# ---- cipher_frame_sequencer ----
cipher_frame_sequencer, clock nets:
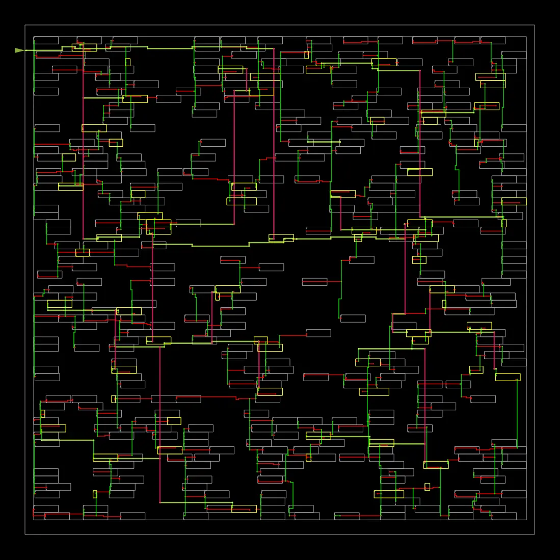

===== src/rtl/cipher_pkg.sv =====
// Shared types and key schedule for the cipher frame sequencer and its cipher cores.
package cipher_pkg;

    typedef logic [7:0] byte_t;

    typedef enum logic {
        MODE_ENC = 1'b0,
        MODE_DEC = 1'b1
    } cipher_mode_e;

    typedef enum logic [1:0] {
        IDLE  = 2'd0,
        LOAD  = 2'd1,
        PROC  = 2'd2,
        DRAIN = 2'd3
    } seq_state_e;

    // Fixed key byte for position j of a SEC_LEN-byte repeating key.
    function automatic byte_t key_byte(input int unsigned j);
        return 8'hA5 ^ 8'(j * 32'd59);
    endfunction

endpackage


===== src/rtl/cipher_frame_sequencer_cores.sv =====
// Combinational array cipher cores: per-byte key xor, rotate and position offset.
module encryptor
    import cipher_pkg::*;
#(
    parameter int unsigned MSG_LEN = 20,
    parameter int unsigned SEC_LEN = 7
) (
    input  byte_t plain_i  [MSG_LEN],
    output byte_t cipher_o [MSG_LEN]
);

    for (genvar i = 0; i < MSG_LEN; i++) begin : g_byte
        byte_t mixed;
        assign mixed       = plain_i[i] ^ key_byte(i % SEC_LEN);
        assign cipher_o[i] = {mixed[6:0], mixed[7]} + 8'(i);
    end

endmodule

// Exact inverse of encryptor for the same MSG_LEN/SEC_LEN.
module decryptor
    import cipher_pkg::*;
#(
    parameter int unsigned MSG_LEN = 20,
    parameter int unsigned SEC_LEN = 7
) (
    input  byte_t cipher_i [MSG_LEN],
    output byte_t plain_o  [MSG_LEN]
);

    for (genvar i = 0; i < MSG_LEN; i++) begin : g_byte
        byte_t unoff;
        assign unoff      = cipher_i[i] - 8'(i);
        assign plain_o[i] = {unoff[0], unoff[7:1]} ^ key_byte(i % SEC_LEN);
    end

endmodule


===== src/rtl/cipher_frame_sequencer.sv =====
// Byte-serial front-end: gathers a frame, runs it through the selected cipher core once,
// then streams the processed bytes out. Single frame buffer, no overlap between frames.
module cipher_frame_sequencer
    import cipher_pkg::*;
#(
    parameter int unsigned MSG_LEN = 20,
    parameter int unsigned SEC_LEN = 7
) (
    input  logic       clk,
    input  logic       rst_n,
    input  logic       mode_i,
    input  logic       in_valid,
    output logic       in_ready,
    input  logic [7:0] in_data,
    input  logic       in_last,
    output logic       out_valid,
    input  logic       out_ready,
    output logic [7:0] out_data,
    output logic       out_last,
    output logic       busy,
    output logic       overflow
);

    localparam int unsigned CNT_W = $clog2(MSG_LEN + 1);
    localparam logic [CNT_W-1:0] CNT_MAX = CNT_W'(MSG_LEN);
    localparam logic [CNT_W-1:0] CNT_ONE = CNT_W'(1);

    seq_state_e       state_q, state_d;
    logic [CNT_W-1:0] cnt_q, cnt_d;
    logic [CNT_W-1:0] rd_q, rd_d;
    cipher_mode_e     mode_q, mode_d;
    byte_t            ibuf_q [MSG_LEN];
    byte_t            ibuf_d [MSG_LEN];
    byte_t            obuf_q [MSG_LEN];
    byte_t            obuf_d [MSG_LEN];
    byte_t            pad_buf [MSG_LEN];
    byte_t            enc_out [MSG_LEN];
    byte_t            dec_out [MSG_LEN];

    logic       in_ready_q, in_ready_d;
    logic       out_valid_q, out_valid_d;
    byte_t      out_data_q, out_data_d;
    logic       out_last_q, out_last_d;
    logic       busy_q, busy_d;
    logic       overflow_q, overflow_d;
    logic       in_acc, out_acc;

    assign in_acc  = in_valid && in_ready_q;
    assign out_acc = out_valid_q && out_ready;

    // Stale bytes from an earlier, longer frame must not reach the cores.
    always_comb begin
        for (int unsigned i = 0; i < MSG_LEN; i++) begin
            pad_buf[i] = (CNT_W'(i) < cnt_q) ? ibuf_q[i] : 8'h00;
        end
    end

    encryptor #(.MSG_LEN(MSG_LEN), .SEC_LEN(SEC_LEN)) u_encryptor (
        .plain_i  (pad_buf),
        .cipher_o (enc_out)
    );

    decryptor #(.MSG_LEN(MSG_LEN), .SEC_LEN(SEC_LEN)) u_decryptor (
        .cipher_i (pad_buf),
        .plain_o  (dec_out)
    );

    always_ff @(posedge clk or negedge rst_n) begin
        if (!rst_n) begin
            state_q <= IDLE;
        end else begin
            state_q <= state_d;
        end
    end

    always_ff @(posedge clk or negedge rst_n) begin
        if (!rst_n) begin
            cnt_q       <= '0;
            rd_q        <= '0;
            mode_q      <= MODE_ENC;
            in_ready_q  <= 1'b1;
            out_valid_q <= 1'b0;
            out_data_q  <= '0;
            out_last_q  <= 1'b0;
            busy_q      <= 1'b0;
            overflow_q  <= 1'b0;
            for (int unsigned i = 0; i < MSG_LEN; i++) begin
                ibuf_q[i] <= '0;
                obuf_q[i] <= '0;
            end
        end else begin
            cnt_q       <= cnt_d;
            rd_q        <= rd_d;
            mode_q      <= mode_d;
            in_ready_q  <= in_ready_d;
            out_valid_q <= out_valid_d;
            out_data_q  <= out_data_d;
            out_last_q  <= out_last_d;
            busy_q      <= busy_d;
            overflow_q  <= overflow_d;
            ibuf_q      <= ibuf_d;
            obuf_q      <= obuf_d;
        end
    end

    // Next state plus buffer/counter updates.
    always_comb begin
        state_d    = state_q;
        cnt_d      = cnt_q;
        rd_d       = rd_q;
        mode_d     = mode_q;
        ibuf_d     = ibuf_q;
        obuf_d     = obuf_q;
        overflow_d = 1'b0;
        case (state_q)
            IDLE: begin
                if (in_acc) begin
                    mode_d    = cipher_mode_e'(mode_i);
                    ibuf_d[0] = in_data;
                    cnt_d     = CNT_ONE;
                    state_d   = in_last ? PROC : LOAD;
                end
            end
            LOAD: begin
                if (in_acc) begin
                    ibuf_d[cnt_q] = in_data;
                    cnt_d         = cnt_q + CNT_ONE;
                    if (in_last) begin
                        state_d = PROC;
                    end else if (cnt_d == CNT_MAX) begin
                        state_d    = PROC;
                        overflow_d = 1'b1;
                    end
                end
            end
            PROC: begin
                if (mode_q == MODE_DEC) begin
                    obuf_d = dec_out;
                end else begin
                    obuf_d = enc_out;
                end
                rd_d    = '0;
                state_d = DRAIN;
            end
            DRAIN: begin
                if (out_acc) begin
                    if (out_last_q) begin
                        state_d = IDLE;
                        cnt_d   = '0;
                        rd_d    = '0;
                    end else begin
                        rd_d = rd_q + CNT_ONE;
                    end
                end
            end
            default: state_d = IDLE;
        endcase
    end

    // Outputs are decoded from the next state so they register alongside it.
    always_comb begin
        in_ready_d  = (state_d == IDLE) || (state_d == LOAD);
        busy_d      = (state_d != IDLE);
        out_valid_d = (state_d == DRAIN);
        out_data_d  = '0;
        out_last_d  = 1'b0;
        if (state_d == DRAIN) begin
            out_data_d = obuf_d[rd_d];
            out_last_d = (rd_d == (cnt_d - CNT_ONE));
        end
    end

    assign in_ready  = in_ready_q;
    assign out_valid = out_valid_q;
    assign out_data  = out_data_q;
    assign out_last  = out_last_q;
    assign busy      = busy_q;
    assign overflow  = overflow_q;

endmodule


===== config.mk =====
export PLATFORM = sky130hd
export DESIGN_NAME = cipher_frame_sequencer
export DESIGN_NICKNAME = d
export VERILOG_FILES = /design/src/rtl/cipher_pkg.sv /design/src/rtl/cipher_frame_sequencer_cores.sv /design/src/rtl/cipher_frame_sequencer.sv
export SDC_FILE = /design/constraint.sdc
export NUM_CORES = 1
export LEC_CHECK = 0
export CORE_MARGIN = 3
export CORE_UTILIZATION = 64
export DETAILED_ROUTE_END_ITERATION = 8
export PLACE_DENSITY_LB_ADDON = 0.25
export SYNTH_ARGS = -nofsm -noshare
export SYNTH_HDL_FRONTEND = slang
export SYNTH_SLANG_ARGS = --single-unit

===== constraint.sdc =====
create_clock -name clk -period 3.4 [get_ports clk]
set_input_delay 0.68 -clock clk [delete_from_list [all_inputs] [get_ports clk]]
set_output_delay 0.68 -clock clk [all_outputs]
set_load 0.02 [all_outputs]

# ---- mcu_sequencer ----
<file path="config.mk">
export PLATFORM = sky130hd
export DESIGN_NAME = mcu_sequencer
export DESIGN_NICKNAME = d
export VERILOG_FILES = /design/src/rtl/mcu_sequencer.sv
export SDC_FILE = /design/constraint.sdc
export NUM_CORES = 1
export LEC_CHECK = 0
export CAP_MARGIN = 30
export CELL_PAD_IN_SITES_DETAIL_PLACEMENT = 2
export CELL_PAD_IN_SITES_GLOBAL_PLACEMENT = 2
export CORE_ASPECT_RATIO = 0.9
export CORE_MARGIN = 5
export CORE_UTILIZATION = 43
export CTS_BUF_LIST = sky130_fd_sc_hd__clkbuf_16
export DETAILED_ROUTE_END_ITERATION = 8
export PLACE_DENSITY_LB_ADDON = 0.15
export SLEW_MARGIN = 20
export SYNTH_ARGS = -nofsm -noshare
export SYNTH_HDL_FRONTEND = slang
export SYNTH_SLANG_ARGS = --single-unit
</file>
<file path="constraint.sdc">
create_clock -name clk -period 3.85 [get_ports clk]
set_input_delay 0.5775 -clock clk [delete_from_list [all_inputs] [get_ports clk]]
set_output_delay 0.5775 -clock clk [all_outputs]
set_load 0.01 [all_outputs]
</file>
<file path="src/rtl/mcu_sequencer.sv">
// Fetch/execute sequencer for the 16-bit MCU: owns PC, SP and the hardware stack,
// with a req/ack fetch handshake, single-level interrupt entry and sticky stack faults.
module mcu_sequencer #(
  parameter int unsigned DEPTH    = 16,
  parameter logic [11:0] IRQ_VEC  = 12'hF00,
  parameter logic [11:0] RESET_PC = 12'h000
) (
  input  logic        clk,
  input  logic        rst,
  input  logic        run,
  output logic        mem_req,
  output logic [11:0] mem_addr,
  input  logic        mem_ack,
  input  logic [3:0]  ctrl,
  input  logic [11:0] branch_addr,
  input  logic        carry_in,
  input  logic        zero_in,
  input  logic [15:0] push_data,
  output logic [15:0] pop_data,
  output logic        pop_valid,
  output logic [11:0] pc,
  output logic [4:0]  sp,
  input  logic        irq,
  output logic        irq_ack,
  output logic        halted,
  output logic        fault
);
  localparam int unsigned AW      = (DEPTH > 1) ? $clog2(DEPTH) : 1;
  localparam logic [5:0]  SP_FULL = 6'(DEPTH);

  localparam logic [3:0] OP_JMP  = 4'd1;
  localparam logic [3:0] OP_JC   = 4'd2;
  localparam logic [3:0] OP_JZ   = 4'd3;
  localparam logic [3:0] OP_CALL = 4'd4;
  localparam logic [3:0] OP_RET  = 4'd5;
  localparam logic [3:0] OP_PUSH = 4'd6;
  localparam logic [3:0] OP_POP  = 4'd7;
  localparam logic [3:0] OP_HALT = 4'd8;

  typedef enum logic [2:0] {
    S_IDLE, S_FETCH, S_EXEC, S_IRQ, S_HALT, S_FAULT
  } state_t;

  state_t      state_q, state_d;
  logic [11:0] pc_q, pc_d;
  logic [5:0]  sp_q, sp_d;
  logic        in_isr_q, in_isr_d;
  logic        run_low_q, run_low_d;
  logic        mem_req_q, mem_req_d;
  logic [15:0] pop_data_q, pop_data_d;
  logic        pop_valid_q, pop_valid_d;
  logic        irq_ack_q, irq_ack_d;
  logic        halted_q, halted_d;
  logic        fault_q, fault_d;

  logic [15:0] stack_mem [DEPTH];
  logic [AW-1:0] wr_idx, rd_idx;
  logic [15:0] top_word, push_word;
  logic [11:0] pc_inc;
  logic        push_en, go_fetch, stack_fault, st_full, st_empty;

  assign wr_idx   = sp_q[AW-1:0];
  assign rd_idx   = AW'(sp_q - 6'd1);
  assign top_word = stack_mem[rd_idx];
  assign pc_inc   = pc_q + 12'd1;
  assign st_full  = (sp_q >= SP_FULL);
  assign st_empty = (sp_q == 6'd0);

  always_comb begin
    state_d     = state_q;
    pc_d        = pc_q;
    sp_d        = sp_q;
    in_isr_d    = in_isr_q;
    run_low_d   = run_low_q;
    mem_req_d   = 1'b0;
    pop_data_d  = pop_data_q;
    pop_valid_d = 1'b0;
    irq_ack_d   = 1'b0;
    fault_d     = fault_q;
    push_en     = 1'b0;
    push_word   = 16'h0000;
    go_fetch    = 1'b0;
    stack_fault = 1'b0;

    case (state_q)
      S_IDLE: go_fetch = run;
      S_FETCH: begin
        if (mem_ack) state_d = S_EXEC;
        else         mem_req_d = 1'b1;
      end
      S_EXEC: begin
        go_fetch = 1'b1;
        pc_d     = pc_inc;
        case (ctrl)
          OP_JMP: pc_d = branch_addr;
          OP_JC:  if (carry_in) pc_d = branch_addr;
          OP_JZ:  if (zero_in)  pc_d = branch_addr;
          OP_CALL: begin
            if (st_full) stack_fault = 1'b1;
            else begin
              push_en   = 1'b1;
              push_word = {4'b0000, pc_inc};
              sp_d      = sp_q + 6'd1;
              pc_d      = branch_addr;
            end
          end
          OP_RET: begin
            if (st_empty) stack_fault = 1'b1;
            else begin
              sp_d        = sp_q - 6'd1;
              pc_d        = top_word[11:0];
              in_isr_d    = 1'b0;
              pop_data_d  = top_word;
              pop_valid_d = 1'b1;
            end
          end
          OP_PUSH: begin
            if (st_full) stack_fault = 1'b1;
            else begin
              push_en   = 1'b1;
              push_word = push_data;
              sp_d      = sp_q + 6'd1;
            end
          end
          OP_POP: begin
            if (st_empty) stack_fault = 1'b1;
            else begin
              sp_d        = sp_q - 6'd1;
              pop_data_d  = top_word;
              pop_valid_d = 1'b1;
            end
          end
          OP_HALT: begin
            go_fetch  = 1'b0;
            pc_d      = pc_q;
            run_low_d = 1'b0;
            state_d   = S_HALT;
          end
          default: ;
        endcase
        if (stack_fault) begin
          go_fetch = 1'b0;
          pc_d     = pc_q;
          fault_d  = 1'b1;
          state_d  = S_FAULT;
        end
      end
      S_IRQ: begin
        push_en   = 1'b1;
        push_word = {4'b0000, pc_q};
        sp_d      = sp_q + 6'd1;
        pc_d      = IRQ_VEC;
        in_isr_d  = 1'b1;
        go_fetch  = 1'b1;
      end
      S_HALT: begin
        // Both exits continue past the HALT; an interrupt returns there too.
        if (irq && !in_isr_q && !st_full) begin
          pc_d     = pc_inc;
          go_fetch = 1'b1;
        end else if (!run) begin
          run_low_d = 1'b1;
        end else if (run_low_q) begin
          pc_d     = pc_inc;
          go_fetch = 1'b1;
        end
      end
      default: ;
    endcase

    // Interrupt is taken on the way into FETCH, judged on the updated stack/ISR state.
    if (go_fetch) begin
      if (irq && !in_isr_d && (sp_d < SP_FULL)) begin
        state_d   = S_IRQ;
        irq_ack_d = 1'b1;
      end else begin
        state_d   = S_FETCH;
        mem_req_d = 1'b1;
      end
    end
    halted_d = (state_d == S_HALT);
  end

  always_ff @(posedge clk or posedge rst) begin
    if (rst) begin
      state_q     <= S_IDLE;
      pc_q        <= RESET_PC;
      sp_q        <= 6'd0;
      in_isr_q    <= 1'b0;
      run_low_q   <= 1'b0;
      mem_req_q   <= 1'b0;
      pop_data_q  <= 16'h0000;
      pop_valid_q <= 1'b0;
      irq_ack_q   <= 1'b0;
      halted_q    <= 1'b0;
      fault_q     <= 1'b0;
    end else begin
      state_q     <= state_d;
      pc_q        <= pc_d;
      sp_q        <= sp_d;
      in_isr_q    <= in_isr_d;
      run_low_q   <= run_low_d;
      mem_req_q   <= mem_req_d;
      pop_data_q  <= pop_data_d;
      pop_valid_q <= pop_valid_d;
      irq_ack_q   <= irq_ack_d;
      halted_q    <= halted_d;
      fault_q     <= fault_d;
    end
  end

  always_ff @(posedge clk) begin
    if (push_en) stack_mem[wr_idx] <= push_word;
  end

  assign mem_req   = mem_req_q;
  assign mem_addr  = pc_q;
  assign pc        = pc_q;
  assign sp        = sp_q[4:0];
  assign pop_data  = pop_data_q;
  assign pop_valid = pop_valid_q;
  assign irq_ack   = irq_ack_q;
  assign halted    = halted_q;
  assign fault     = fault_q;
endmodule

</file>
# ---- traffic_display_monitor_flat ----
<file path="src/rtl/traffic_pkg.sv">
// traffic_pkg: shared segment codes, digit-select codes and state types for the lane display monitor
package traffic_pkg;
    localparam logic [7:0] SEG_0    = 8'b00000011;
    localparam logic [7:0] SEG_1    = 8'b10011111;
    localparam logic [7:0] SEG_2    = 8'b00100101;
    localparam logic [7:0] SEG_3    = 8'b00001101;
    localparam logic [7:0] SEG_4    = 8'b10011001;
    localparam logic [7:0] SEG_5    = 8'b01001001;
    localparam logic [7:0] SEG_6    = 8'b01000001;
    localparam logic [7:0] SEG_7    = 8'b00011111;
    localparam logic [7:0] SEG_8    = 8'b00000001;
    localparam logic [7:0] SEG_9    = 8'b00001001;
    localparam logic [7:0] SEG_DASH = 8'b11111101;
    localparam logic [1:0] CS_TENS  = 2'b10;
    localparam logic [1:0] CS_UNITS = 2'b01;
    localparam logic [1:0] CS_BLANK = 2'b11;
    typedef enum logic [1:0] {S_BLANK, S_WAIT_TENS, S_HAVE_TENS} scan_t;
    typedef enum logic [1:0] {L_RED, L_YEL, L_GRN, L_BAD} lamp_t;
    function automatic lamp_t lamp_state(input logic d, input logic v, input logic x);
        return {d, v, x} == 3'b100 ? L_RED :
               {d, v, x} == 3'b010 ? L_YEL :
               {d, v, x} == 3'b001 ? L_GRN : L_BAD;
    endfunction
    // The only legal changes are the green->yellow->red->green cycle; manual mode permits no extra steps
    function automatic logic lamp_step_ok(input lamp_t prev, input lamp_t cur);
        return (prev == L_GRN && cur == L_YEL) || (prev == L_YEL && cur == L_RED) ||
               (prev == L_RED && cur == L_GRN);
    endfunction
endpackage

</file>
<file path="src/rtl/traffic_display_monitor_if.sv">
// traffic_display_monitor_if: one lane's display bus plus the monitor's check results
//   seg/cs: active-low segment byte and digit select; lamp_d/v/x: red/yellow/green lamps
//   count/count_valid/manual/seg_err/seq_err/lamp_err: monitor results
//   master drives the lane bus, slave is the monitor
interface traffic_display_monitor_if;
    logic [7:0] seg;
    logic [1:0] cs;
    logic       lamp_d;
    logic       lamp_v;
    logic       lamp_x;
    logic [4:0] count;
    logic       count_valid;
    logic       manual;
    logic       seg_err;
    logic       seq_err;
    logic       lamp_err;
    modport master (output seg, cs, lamp_d, lamp_v, lamp_x,
                    input count, count_valid, manual, seg_err, seq_err, lamp_err);
    modport slave (input seg, cs, lamp_d, lamp_v, lamp_x,
                   output count, count_valid, manual, seg_err, seq_err, lamp_err);
endinterface

</file>
<file path="src/rtl/traffic_display_monitor_seg7_decode.sv">
// seg7_decode: maps an active-low segment byte to a digit, flagging legal digits and the dash
//   in seg[7:0]; out digit[3:0], is_digit, is_dash
module seg7_decode
    import traffic_pkg::*;
(
    input  logic [7:0] seg,
    output logic [3:0] digit,
    output logic       is_digit,
    output logic       is_dash
);
    always_comb begin
        digit    = 4'd0;
        is_digit = 1'b1;
        case (seg)
            SEG_0:   digit = 4'd0;
            SEG_1:   digit = 4'd1;
            SEG_2:   digit = 4'd2;
            SEG_3:   digit = 4'd3;
            SEG_4:   digit = 4'd4;
            SEG_5:   digit = 4'd5;
            SEG_6:   digit = 4'd6;
            SEG_7:   digit = 4'd7;
            SEG_8:   digit = 4'd8;
            SEG_9:   digit = 4'd9;
            default: is_digit = 1'b0;
        endcase
    end
    assign is_dash = seg == SEG_DASH;
endmodule

</file>
<file path="src/rtl/traffic_display_monitor.sv">
// traffic_display_monitor: decodes a lane's scanned countdown display and flags segment, sequence and lamp errors
//   clk, reset (sync, active-high); bus: traffic_display_monitor_if.slave
//   DISP_MON_SEQCHK_EN: when defined, builds the countdown sequence check; otherwise seq_err is tied low
module traffic_display_monitor
    import traffic_pkg::*;
#(
    parameter int STABLE_PAIRS = 4,
    parameter int MAX_COUNT    = 29
) (
    input logic clk,
    input logic reset,
    traffic_display_monitor_if.slave bus
);
    localparam logic [3:0] STABLE = 4'(STABLE_PAIRS);
    localparam logic [6:0] MAX    = 7'(MAX_COUNT);
    scan_t      state_q, state_d;
    lamp_t      prev_q, lamp_cur;
    logic [3:0] tens_q, tens_d, cnt_q, cnt_d, digit;
    logic [4:0] cand_q, cand_d, count_q, count_d;
    logic [6:0] pair_w;
    logic       is_digit, is_dash, seg_bad;
    logic       cv_q, cv_d, manual_q, seg_err_q, seg_err_d, lamp_err_q, lamp_err_d;
`ifdef DISP_MON_SEQCHK_EN
    logic       first_q, first_d, seq_err_q, seq_err_d;
`endif
    seg7_decode u_dec (.seg(bus.seg), .digit(digit), .is_digit(is_digit), .is_dash(is_dash));
    // 7-bit sum so a tens digit above 2 still reads as out of range instead of wrapping
    assign pair_w   = ({3'b000, tens_q} << 3) + ({3'b000, tens_q} << 1) + {3'b000, digit};
    assign seg_bad  = bus.cs == 2'b00 || (bus.cs == CS_BLANK ? !is_dash : !is_digit);
    assign lamp_cur = lamp_state(bus.lamp_d, bus.lamp_v, bus.lamp_x);
    always_comb begin
        state_d    = state_q;
        tens_d     = tens_q;
        cand_d     = cand_q;
        cnt_d      = cnt_q;
        count_d    = count_q;
        cv_d       = 1'b0;
        seg_err_d  = 1'b0;
`ifdef DISP_MON_SEQCHK_EN
        first_d    = first_q;
        seq_err_d  = 1'b0;
`endif
        // A previous sample of L_BAD (also the reset value) skips the transition check
        lamp_err_d = lamp_cur == L_BAD ||
                     (prev_q != L_BAD && lamp_cur != prev_q && !lamp_step_ok(prev_q, lamp_cur));
        if (seg_bad) begin
            seg_err_d = 1'b1;
        end else if (bus.cs == CS_BLANK) begin
            state_d = S_BLANK;
            cand_d  = '0;
            cnt_d   = '0;
`ifdef DISP_MON_SEQCHK_EN
            first_d = 1'b1;
`endif
        end else if (bus.cs == CS_TENS) begin
            state_d = S_HAVE_TENS;
            tens_d  = digit;
        end else if (state_q == S_HAVE_TENS) begin
            state_d = S_WAIT_TENS;
            if (pair_w > MAX) begin
                seg_err_d = 1'b1;
                cnt_d     = '0;
            end else begin
                // cnt_q == 0 means no candidate is held, even if cand_q happens to match
                if (cnt_q != '0 && pair_w[4:0] == cand_q) begin
                    cnt_d = cnt_q == STABLE ? cnt_q : cnt_q + 4'd1;
                end else begin
                    cand_d = pair_w[4:0];
                    cnt_d  = 4'd1;
                end
                if (cnt_d == STABLE && cand_d != count_q) begin
                    count_d = cand_d;
                    cv_d    = 1'b1;
`ifdef DISP_MON_SEQCHK_EN
                    seq_err_d = !(cand_d == count_q - 5'd1 || count_q == '0 || first_q);
                    first_d   = 1'b0;
`endif
                end
            end
        end
    end
    always_ff @(posedge clk) begin
        if (reset) begin
            state_q    <= S_BLANK;
            tens_q     <= '0;
            cand_q     <= '0;
            cnt_q      <= '0;
            count_q    <= '0;
            cv_q       <= 1'b0;
            manual_q   <= 1'b1;
            seg_err_q  <= 1'b0;
            lamp_err_q <= 1'b0;
            prev_q     <= L_BAD;
`ifdef DISP_MON_SEQCHK_EN
            first_q    <= 1'b1;
            seq_err_q  <= 1'b0;
`endif
        end else begin
            state_q    <= state_d;
            tens_q     <= tens_d;
            cand_q     <= cand_d;
            cnt_q      <= cnt_d;
            count_q    <= count_d;
            cv_q       <= cv_d;
            manual_q   <= state_d == S_BLANK;
            seg_err_q  <= seg_err_d;
            lamp_err_q <= lamp_err_d;
            prev_q     <= lamp_cur;
`ifdef DISP_MON_SEQCHK_EN
            first_q    <= first_d;
            seq_err_q  <= seq_err_d;
`endif
        end
    end
    assign bus.count       = count_q;
    assign bus.count_valid = cv_q;
    assign bus.manual      = manual_q;
    assign bus.seg_err     = seg_err_q;
    assign bus.lamp_err    = lamp_err_q;
`ifdef DISP_MON_SEQCHK_EN
    assign bus.seq_err     = seq_err_q;
`else
    assign bus.seq_err     = 1'b0;
`endif
endmodule

</file>
<file path="src/flat_wrapper.sv">
// flat-port wrapper written by rule: the top's interface ports become plain ports
module traffic_display_monitor_flat import traffic_pkg::*;
#(
    parameter int STABLE_PAIRS = 4,
    parameter int MAX_COUNT    = 29
)
  (clk, reset, bus_seg, bus_cs, bus_lamp_d, bus_lamp_v, bus_lamp_x, bus_count, bus_count_valid, bus_manual, bus_seg_err, bus_seq_err, bus_lamp_err);
  traffic_display_monitor_if bus_i ();
  input logic clk;
  input logic reset;
  input wire logic [$bits(bus_i.seg)-1:0] bus_seg;
  input wire logic [$bits(bus_i.cs)-1:0] bus_cs;
  input wire logic [$bits(bus_i.lamp_d)-1:0] bus_lamp_d;
  input wire logic [$bits(bus_i.lamp_v)-1:0] bus_lamp_v;
  input wire logic [$bits(bus_i.lamp_x)-1:0] bus_lamp_x;
  output wire logic [$bits(bus_i.count)-1:0] bus_count;
  output wire logic [$bits(bus_i.count_valid)-1:0] bus_count_valid;
  output wire logic [$bits(bus_i.manual)-1:0] bus_manual;
  output wire logic [$bits(bus_i.seg_err)-1:0] bus_seg_err;
  output wire logic [$bits(bus_i.seq_err)-1:0] bus_seq_err;
  output wire logic [$bits(bus_i.lamp_err)-1:0] bus_lamp_err;
  assign bus_i.seg = bus_seg;
  assign bus_i.cs = bus_cs;
  assign bus_i.lamp_d = bus_lamp_d;
  assign bus_i.lamp_v = bus_lamp_v;
  assign bus_i.lamp_x = bus_lamp_x;
  assign bus_count = bus_i.count;
  assign bus_count_valid = bus_i.count_valid;
  assign bus_manual = bus_i.manual;
  assign bus_seg_err = bus_i.seg_err;
  assign bus_seq_err = bus_i.seq_err;
  assign bus_lamp_err = bus_i.lamp_err;
  traffic_display_monitor #(.STABLE_PAIRS(STABLE_PAIRS), .MAX_COUNT(MAX_COUNT)) u_core (.clk(clk), .reset(reset), .bus(bus_i));
endmodule
</file>
<file path="config.mk">
export PLATFORM = sky130hd
export DESIGN_NAME = traffic_display_monitor_flat
export DESIGN_NICKNAME = d
export VERILOG_FILES = /design/src/rtl/traffic_pkg.sv /design/src/rtl/traffic_display_monitor_if.sv /design/src/rtl/traffic_display_monitor_seg7_decode.sv /design/src/rtl/traffic_display_monitor.sv /design/src/flat_wrapper.sv
export SDC_FILE = /design/constraint.sdc
export NUM_CORES = 1
export LEC_CHECK = 0
export CAP_MARGIN = 20
export CORE_MARGIN = 3
export CORE_UTILIZATION = 55
export CTS_CLUSTER_DIAMETER = 100
export DETAILED_ROUTE_END_ITERATION = 10
export PLACE_DENSITY = 0.91
export SLEW_MARGIN = 20
export SYNTH_ARGS = -nofsm -noshare
export SYNTH_HDL_FRONTEND = slang
export SYNTH_HIERARCHICAL = 1
export SYNTH_SLANG_ARGS = --single-unit
</file>
<file path="constraint.sdc">
create_clock -name clk -period 6.5 [get_ports clk]
set_input_delay 1.95 -clock clk [delete_from_list [all_inputs] [get_ports clk]]
set_output_delay 1.95 -clock clk [all_outputs]
set_load 0.01 [all_outputs]
</file>
# ---- fp_addsub_special ----
## src/rtl/fp_pkg.sv

```systemverilog
// fp_pkg: shared widths, operand class enum and special-value builders for the FP add/sub path
package fp_pkg;
  localparam int EXP_W_DEF = 8;
  localparam int FRAC_W_DEF = 23;
  localparam int MAX_W = 64;
  typedef enum logic [2:0] {ZERO, FINITE, INF, QNAN, SNAN} fpClass_e;
  // Builders return MAX_W bits; callers cast down to their format width.
  function automatic logic [MAX_W-1:0] infVal(input logic s, input int expW, input int fracW);
    logic [MAX_W-1:0] ones;
    ones = (MAX_W'(1) << expW) - MAX_W'(1);
    return (MAX_W'(s) << (expW + fracW)) | (ones << fracW);
  endfunction
  function automatic logic [MAX_W-1:0] qnanVal(input int expW, input int fracW);
    return infVal(1'b0, expW, fracW) | (MAX_W'(1) << (fracW - 1));
  endfunction
endpackage

```

## src/rtl/fp_classify.sv

```systemverilog
// fp_classify: combinational class of one operand from its exponent and fraction fields
module fp_classify import fp_pkg::*; #(
  parameter int EXP_W = EXP_W_DEF,
  parameter int FRAC_W = FRAC_W_DEF
)(
  input  logic [EXP_W-1:0]  expF,
  input  logic [FRAC_W-1:0] fracF,
  output fpClass_e          cls
);
  assign cls = &expF ? (fracF == '0 ? INF : fracF[FRAC_W-1] ? QNAN : SNAN)
             : (expF == '0 && fracF == '0) ? ZERO : FINITE;
endmodule

```

## src/rtl/fp_addsub_special.sv

```systemverilog
// fp_addsub_special: two-stage special-operand resolver in front of the FP adder core
module fp_addsub_special import fp_pkg::*; #(
  parameter int EXP_W = EXP_W_DEF,
  parameter int FRAC_W = FRAC_W_DEF,
  parameter int CNT_W = 16,
  localparam int W = 1 + EXP_W + FRAC_W
)(
  input  logic             clk,
  input  logic             rst,
  input  logic             in_valid,
  output logic             in_ready,
  input  logic [W-1:0]     inA,
  input  logic [W-1:0]     inB,
  input  logic             op,
  output logic             out_valid,
  input  logic             out_ready,
  output logic             out_special,
  output logic [W-1:0]     out_result,
  output logic             out_nan,
  input  logic             flag_clr,
  output logic             flag_invalid,
  output logic [CNT_W-1:0] nan_count
);
  localparam logic [W-1:0] QNAN_V = W'(qnanVal(EXP_W, FRAC_W));
  localparam logic [W-1:0] INF_V = W'(infVal(1'b0, EXP_W, FRAC_W));
  fpClass_e clsAIn, clsBIn, clsA, clsB;
  logic s1Valid, sA, sBe, s2Free, hs, anyNan, anySnan, invInf, zA, zB, nanNext, specNext, isNanOut;
  logic [W-2:0] magA, magB;
  logic [W-1:0] resNext;
  fp_classify #(.EXP_W(EXP_W), .FRAC_W(FRAC_W)) uClsA (.expF(inA[W-2:FRAC_W]), .fracF(inA[FRAC_W-1:0]), .cls(clsAIn));
  fp_classify #(.EXP_W(EXP_W), .FRAC_W(FRAC_W)) uClsB (.expF(inB[W-2:FRAC_W]), .fracF(inB[FRAC_W-1:0]), .cls(clsBIn));
  assign s2Free = !out_valid | out_ready;
  assign in_ready = !s1Valid | s2Free;
  always_ff @(posedge clk) begin
    if (rst) s1Valid <= 1'b0;
    else if (in_ready) s1Valid <= in_valid;
    if (in_ready & in_valid) begin
      clsA <= clsAIn;
      clsB <= clsBIn;
      sA <= inA[W-1];
      sBe <= inB[W-1] ^ op;
      magA <= inA[W-2:0];
      magB <= inB[W-2:0];
    end
  end
  assign anyNan = clsA inside {QNAN, SNAN} || clsB inside {QNAN, SNAN};
  assign anySnan = clsA == SNAN || clsB == SNAN;
  assign invInf = clsA == INF && clsB == INF && sA != sBe;
  assign zA = clsA == ZERO;
  assign zB = clsB == ZERO;
  assign resNext = (anyNan | invInf) ? QNAN_V
                 : clsA == INF ? {sA, INF_V[W-2:0]}
                 : clsB == INF ? {sBe, INF_V[W-2:0]}
                 : (zA & zB) ? {sA & sBe, {(W-1){1'b0}}}
                 : zA ? {sBe, magB}
                 : zB ? {sA, magA} : '0;
  assign specNext = !(clsA == FINITE && clsB == FINITE);
  assign nanNext = anyNan ? anySnan : invInf;
  always_ff @(posedge clk) begin
    if (rst) begin
      out_valid <= 1'b0;
      out_special <= 1'b0;
      out_result <= '0;
      out_nan <= 1'b0;
    end else if (s2Free & s1Valid) begin
      out_valid <= 1'b1;
      out_special <= specNext;
      out_result <= resNext;
      out_nan <= nanNext;
    end else if (s2Free) out_valid <= 1'b0;
  end
  // Set/increment beats a coincident clear so a delivered NaN is never lost.
  assign hs = out_valid & out_ready;
  assign isNanOut = &out_result[W-2:FRAC_W] & |out_result[FRAC_W-1:0];
  always_ff @(posedge clk) begin
    if (rst) begin
      flag_invalid <= 1'b0;
      nan_count <= '0;
    end else begin
      flag_invalid <= (hs & out_nan) ? 1'b1 : flag_clr ? 1'b0 : flag_invalid;
      nan_count <= (hs & isNanOut) ? (flag_clr ? CNT_W'(1) : nan_count + CNT_W'(!(&nan_count)))
                 : flag_clr ? '0 : nan_count;
    end
  end
endmodule
```

## config.mk

```make
export PLATFORM = sky130hd
export DESIGN_NAME = fp_addsub_special
export DESIGN_NICKNAME = d
export VERILOG_FILES = /design/src/rtl/fp_pkg.sv /design/src/rtl/fp_classify.sv /design/src/rtl/fp_addsub_special.sv
export SDC_FILE = /design/constraint.sdc
export NUM_CORES = 1
export LEC_CHECK = 0
export CORE_MARGIN = 1.5
export CORE_UTILIZATION = 40
export CTS_BUF_LIST = sky130_fd_sc_hd__clkbuf_8 sky130_fd_sc_hd__clkbuf_16
export DETAILED_ROUTE_END_ITERATION = 10
export PLACE_DENSITY = 0.76
export SETUP_SLACK_MARGIN = 0.3
export SYNTH_ARGS = -nofsm -noshare
export SYNTH_HDL_FRONTEND = slang
export SYNTH_HIERARCHICAL = 1
export SYNTH_SLANG_ARGS = --single-unit
```

## constraint.sdc

```tcl
create_clock -name clk -period 4.7 [get_ports clk]
set_input_delay 0.705 -clock clk [delete_from_list [all_inputs] [get_ports clk]]
set_output_delay 0.705 -clock clk [all_outputs]
set_load 0.05 [all_outputs]
```

cipher_frame_sequencer, pin placement:
Pins as bars across the die edge, other pins in grey.
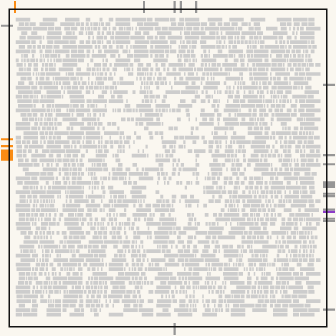
[purple] `in_ready` | pins: 1 | direction: output | edge: right
[orange] `in_data` | pins: 8 | direction: input | edge: 7 left, 1 top

Notes on 'clock nets' of cipher_frame_sequencer above:
P_clk: 4.58 mW
# clk buffers: 59
total CTS buffers: 40
Latency at later pin: 0.55 ns
Sink Count: 346

==> flow_summary.yaml, cipher_frame_sequencer <==
# generated from flow reports
run_status:
  outcome: "finished clean"
synthesis:
  ys.flop_type: "dfrtp_1"
  ys_sh_mux_pct: 9.95
  ys_top_cells_by_count: "dfrtp_1, nand2_1, mux2_2"
  simple_gate_area_share_pct: 16.2
  synth_area_um2: 21500
  synthDominantCellAreaShare_pct: 40.1
  ys_seq_share_pct: 40.3
power:
  power_switching_mw: 9.78
  internal-power_mw: 12.5
  switching_share_pct: 43.9
  pwr-share-clk_pct: 20.6
cells_and_area:
  design_area_um2: 24200
  seq_share_pct: 35.7
  fin_util_pct: 73.8
  largest_class: "combinational gates"
final_timing:
  setup_violations: 0
worst_setup_path:
  cpPeakStageDelay_ns: 0.52
  slowest_stage: "dfrtp_2"
  cp_data_required_time_ns: 3.82
  cp.arrival_ns: 3.81
placed_design:
  port_buffers: 26
  placed_cells: 2749
  hpwl_um: 48200
clock_network:
  h-tree-depth: 2
detailed_routing:
  dr_wl_met3_um: 6620
  drtIter0Drc: 2379
grt:
  antenna_found_initial: 2
  grt_first_pass_wirelength_um: 110000
floorplan:
  nWellTaps: 442
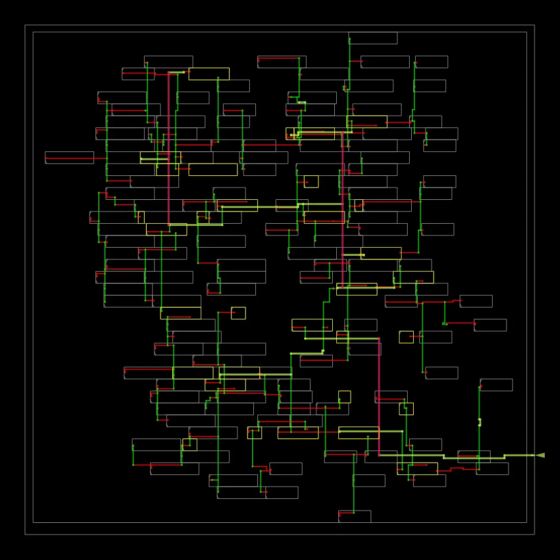
fp_addsub_special: clock nets
Sink Count: 123
total CTS buffers: 17
Final Skew: 0.0113 ns
Latency at later pin: 0.41 ns
FFs & Latches: 123

==> flow_summary.yaml, fp_addsub_special <==
# generated from flow reports
run_status:
  outcome: "finished clean"
final_timing:
  worst_pin_slew_ns: 1.12
  relSlewSlack_pct: 25.7
worst_setup_path:
  cpPeakStageDelay_ns: 0.71
  crit_path_frequent_cell: "clkdlybuf4s50_1"
  crit_fanout: 5
clock_network:
  clock_path_buffers: 2
  cts_tree: "yes"
power:
  ir_drop_uv: 255
floorplan:
  initCoreUtil_pct: 40.7
  coreArea_um2: 12500
synthesis:
  numSynthFlops: 123
  fp_nets: 483
  top_cell: "edfxtp_1"
detailed_routing:
  first_pass_iters: 5
  dr_wl_met3_um: 639
  route.met2.wl_um: 6070
cells_and_area:
  lay_top_count: "clkdlybuf4s50_1"
  mi_logic_area_um2: 1830
  largest-register: "out_result"
hold_path:
  whs_endpoint: "out_result[31]"
placed_design:
  placed_cells: 688
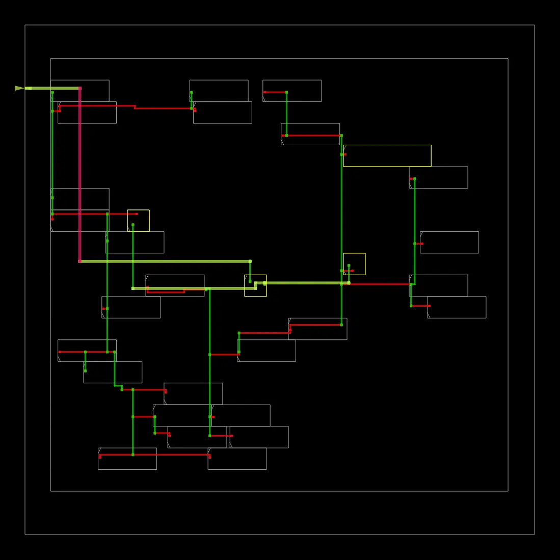
traffic_display_monitor_flat: clock nets
P_clk: 113 uW
Final Skew: 0.00102 ns
FFs & Latches: 26
total CTS buffers: 3
# clk buffers: 3

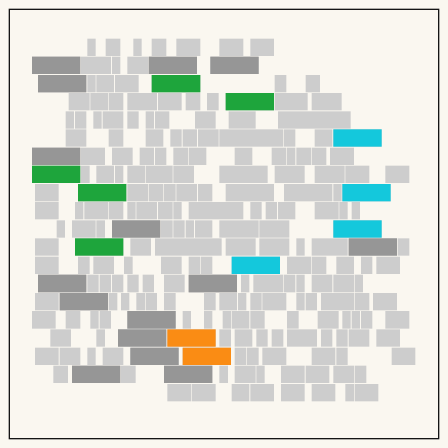
traffic_display_monitor_flat: sequential cells coloured by netlist name
[cyan] `u_core/tens_q` | flops: 4 | where: middle right
[green] `u_core/bus.count` | flops: 5
[orange] `u_core/state_q` | flops: 2
not coloured: 15
power of the sequential group: 162 uW
flop share of the area: 24.5%
fin util: 68.0%

==> flow_summary.yaml, traffic_display_monitor_flat <==
# generated from flow reports
run_status:
  outcome: "finished clean"
cells_and_area:
  drive_above_1_share_pct: 7.93
  final-nonclk-buf-share_pct: 11.2
floorplan:
  die_x_um: 64.0
  die_h_um: 64.0
worst_setup_path:
  slowest_stage: "or4b_4"
  crit_path_frequent_cell: "fa_1"
  cp.arrival_ns: 6.08
  worst-path-stages: 10
  r2r-end: "u_core/bus.count[2]"
  cp_num_buf_inv: 1
  crit_fanout: 8
  crit_end: "u_core/bus.count[2]"
power:
  p_per_area_nw_per_um2: 146
  finalPower_uw: 311
clock_network:
  clock-sinks: 26
  cts_root_buf: "clkbuf_4"
synthesis:
  ys_top_cells_by_count: "dfxtp_1, nand2_1, a21oi_1"
  fp_nets: 235
  synth-edff-count: 0
  synthAdderAreaFrac_pct: 8.24
final_timing:
  worst_slack_ns: 0.692
  post-route-period-util_pct: 89.4
  finalCriticalPeriod_ns: 5.81
detailed_routing:
  routed-via-count: 1603
hold_path:
  hp-class: "reg2reg"
placed_design:
  port_buffers: 23
grt:
  overflow: 0
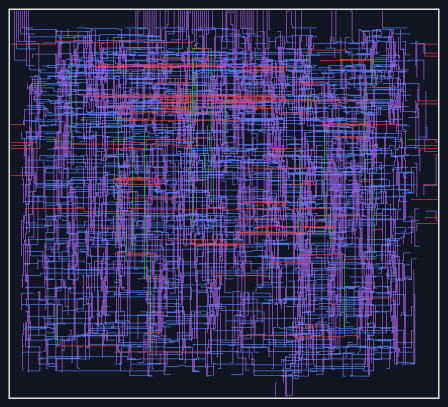
mcu_sequencer: metal layers overlaid
[blue] met1 | wire length: 17100 um
[green] met4 | wire length: 787 um
[purple] met2 | wire length: 21.5 mm
[red] met3 | wire length: 2140 um

==> flow_summary.yaml, mcu_sequencer <==
# generated from flow reports
run_status:
  outcome: "finished clean"
final_timing:
  finalCriticalPeriod_ns: 3.41
  whs_ns: 0.326
  skew_ns: 0.0126
synthesis:
  largest_area_cell: "edfxtp_1"
  simple_gate_area_share_pct: 9.15
  ys_seq_share_pct: 66.5
  synth_area_um2: 13200
grt:
  met1_usage_pct: 31.0
  grt_usage_pct: 23.9
detailed_routing:
  ant_nets: 0
  wirelength_um: 41500
cells_and_area:
  largest_class: "flip-flops and latches"
  final_cells: 1388
  fin_util_pct: 52.1
  lay_top_count: "edfxtp_1"
  largest_register_ffs: 256
worst_setup_path:
  worst-path-stages: 10
  crit_family: "AND-OR/OR-AND gates"
  cp.arrival_ns: 3.86
  cp_data_required_time_ns: 4.30
power:
  ir_drop_uv: 423
  finalPower_mw: 10.9
placed_design:
  dpl_cell_area_um2: 14700


==> screenshots <==
Sequential cells coloured by netlist name.
shot_01.png
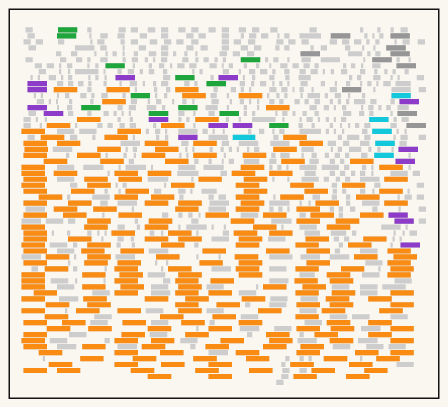
shot_02.png
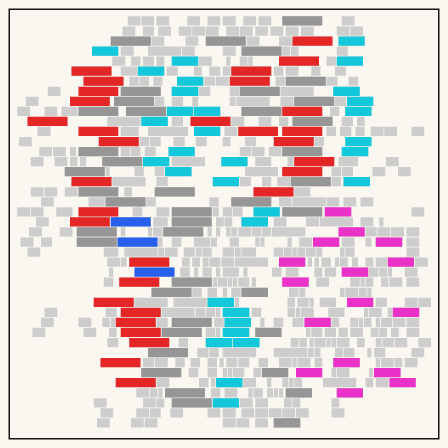
shot_03.png
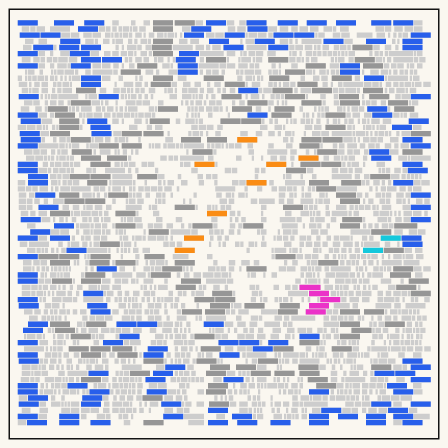
fp_addsub_special -> shot_02.png
cipher_frame_sequencer -> shot_03.png
mcu_sequencer -> shot_01.png
- fewest cells: shot_02.png
- most cells: shot_03.png

Key to shot_01.png:
[purple] `pop_data` | flops: 16
[green] `mem_addr` | flops: 12
[cyan] `sp_q` | flops: 6
[orange] `stack_mem` | flops: 256


## Gallery

Metal layers overlaid.
(a)
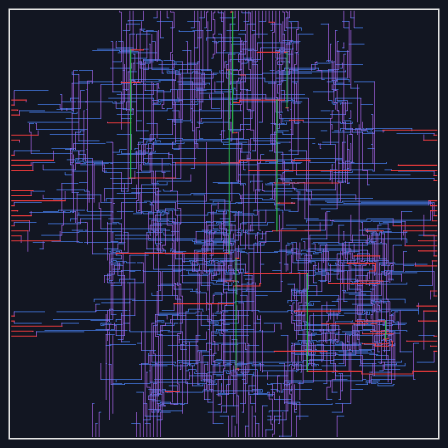
(b)
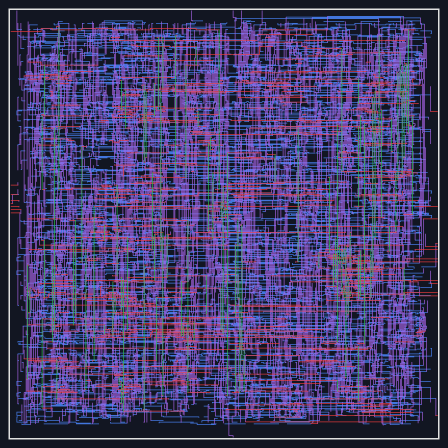
(c)
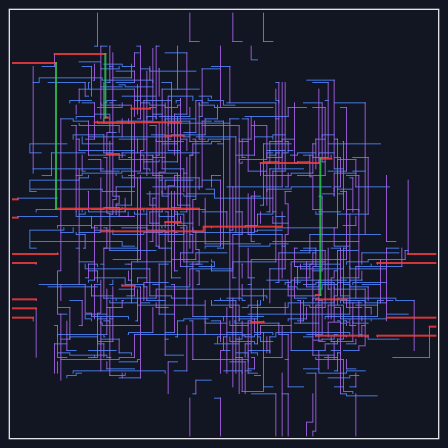
The one with the most wire is (b).
The one with the least wire is (c).
fp_addsub_special -> (a)
cipher_frame_sequencer -> (b)
traffic_display_monitor_flat -> (c)

No activity file was given, so power comes from the tool's default toggle rates.
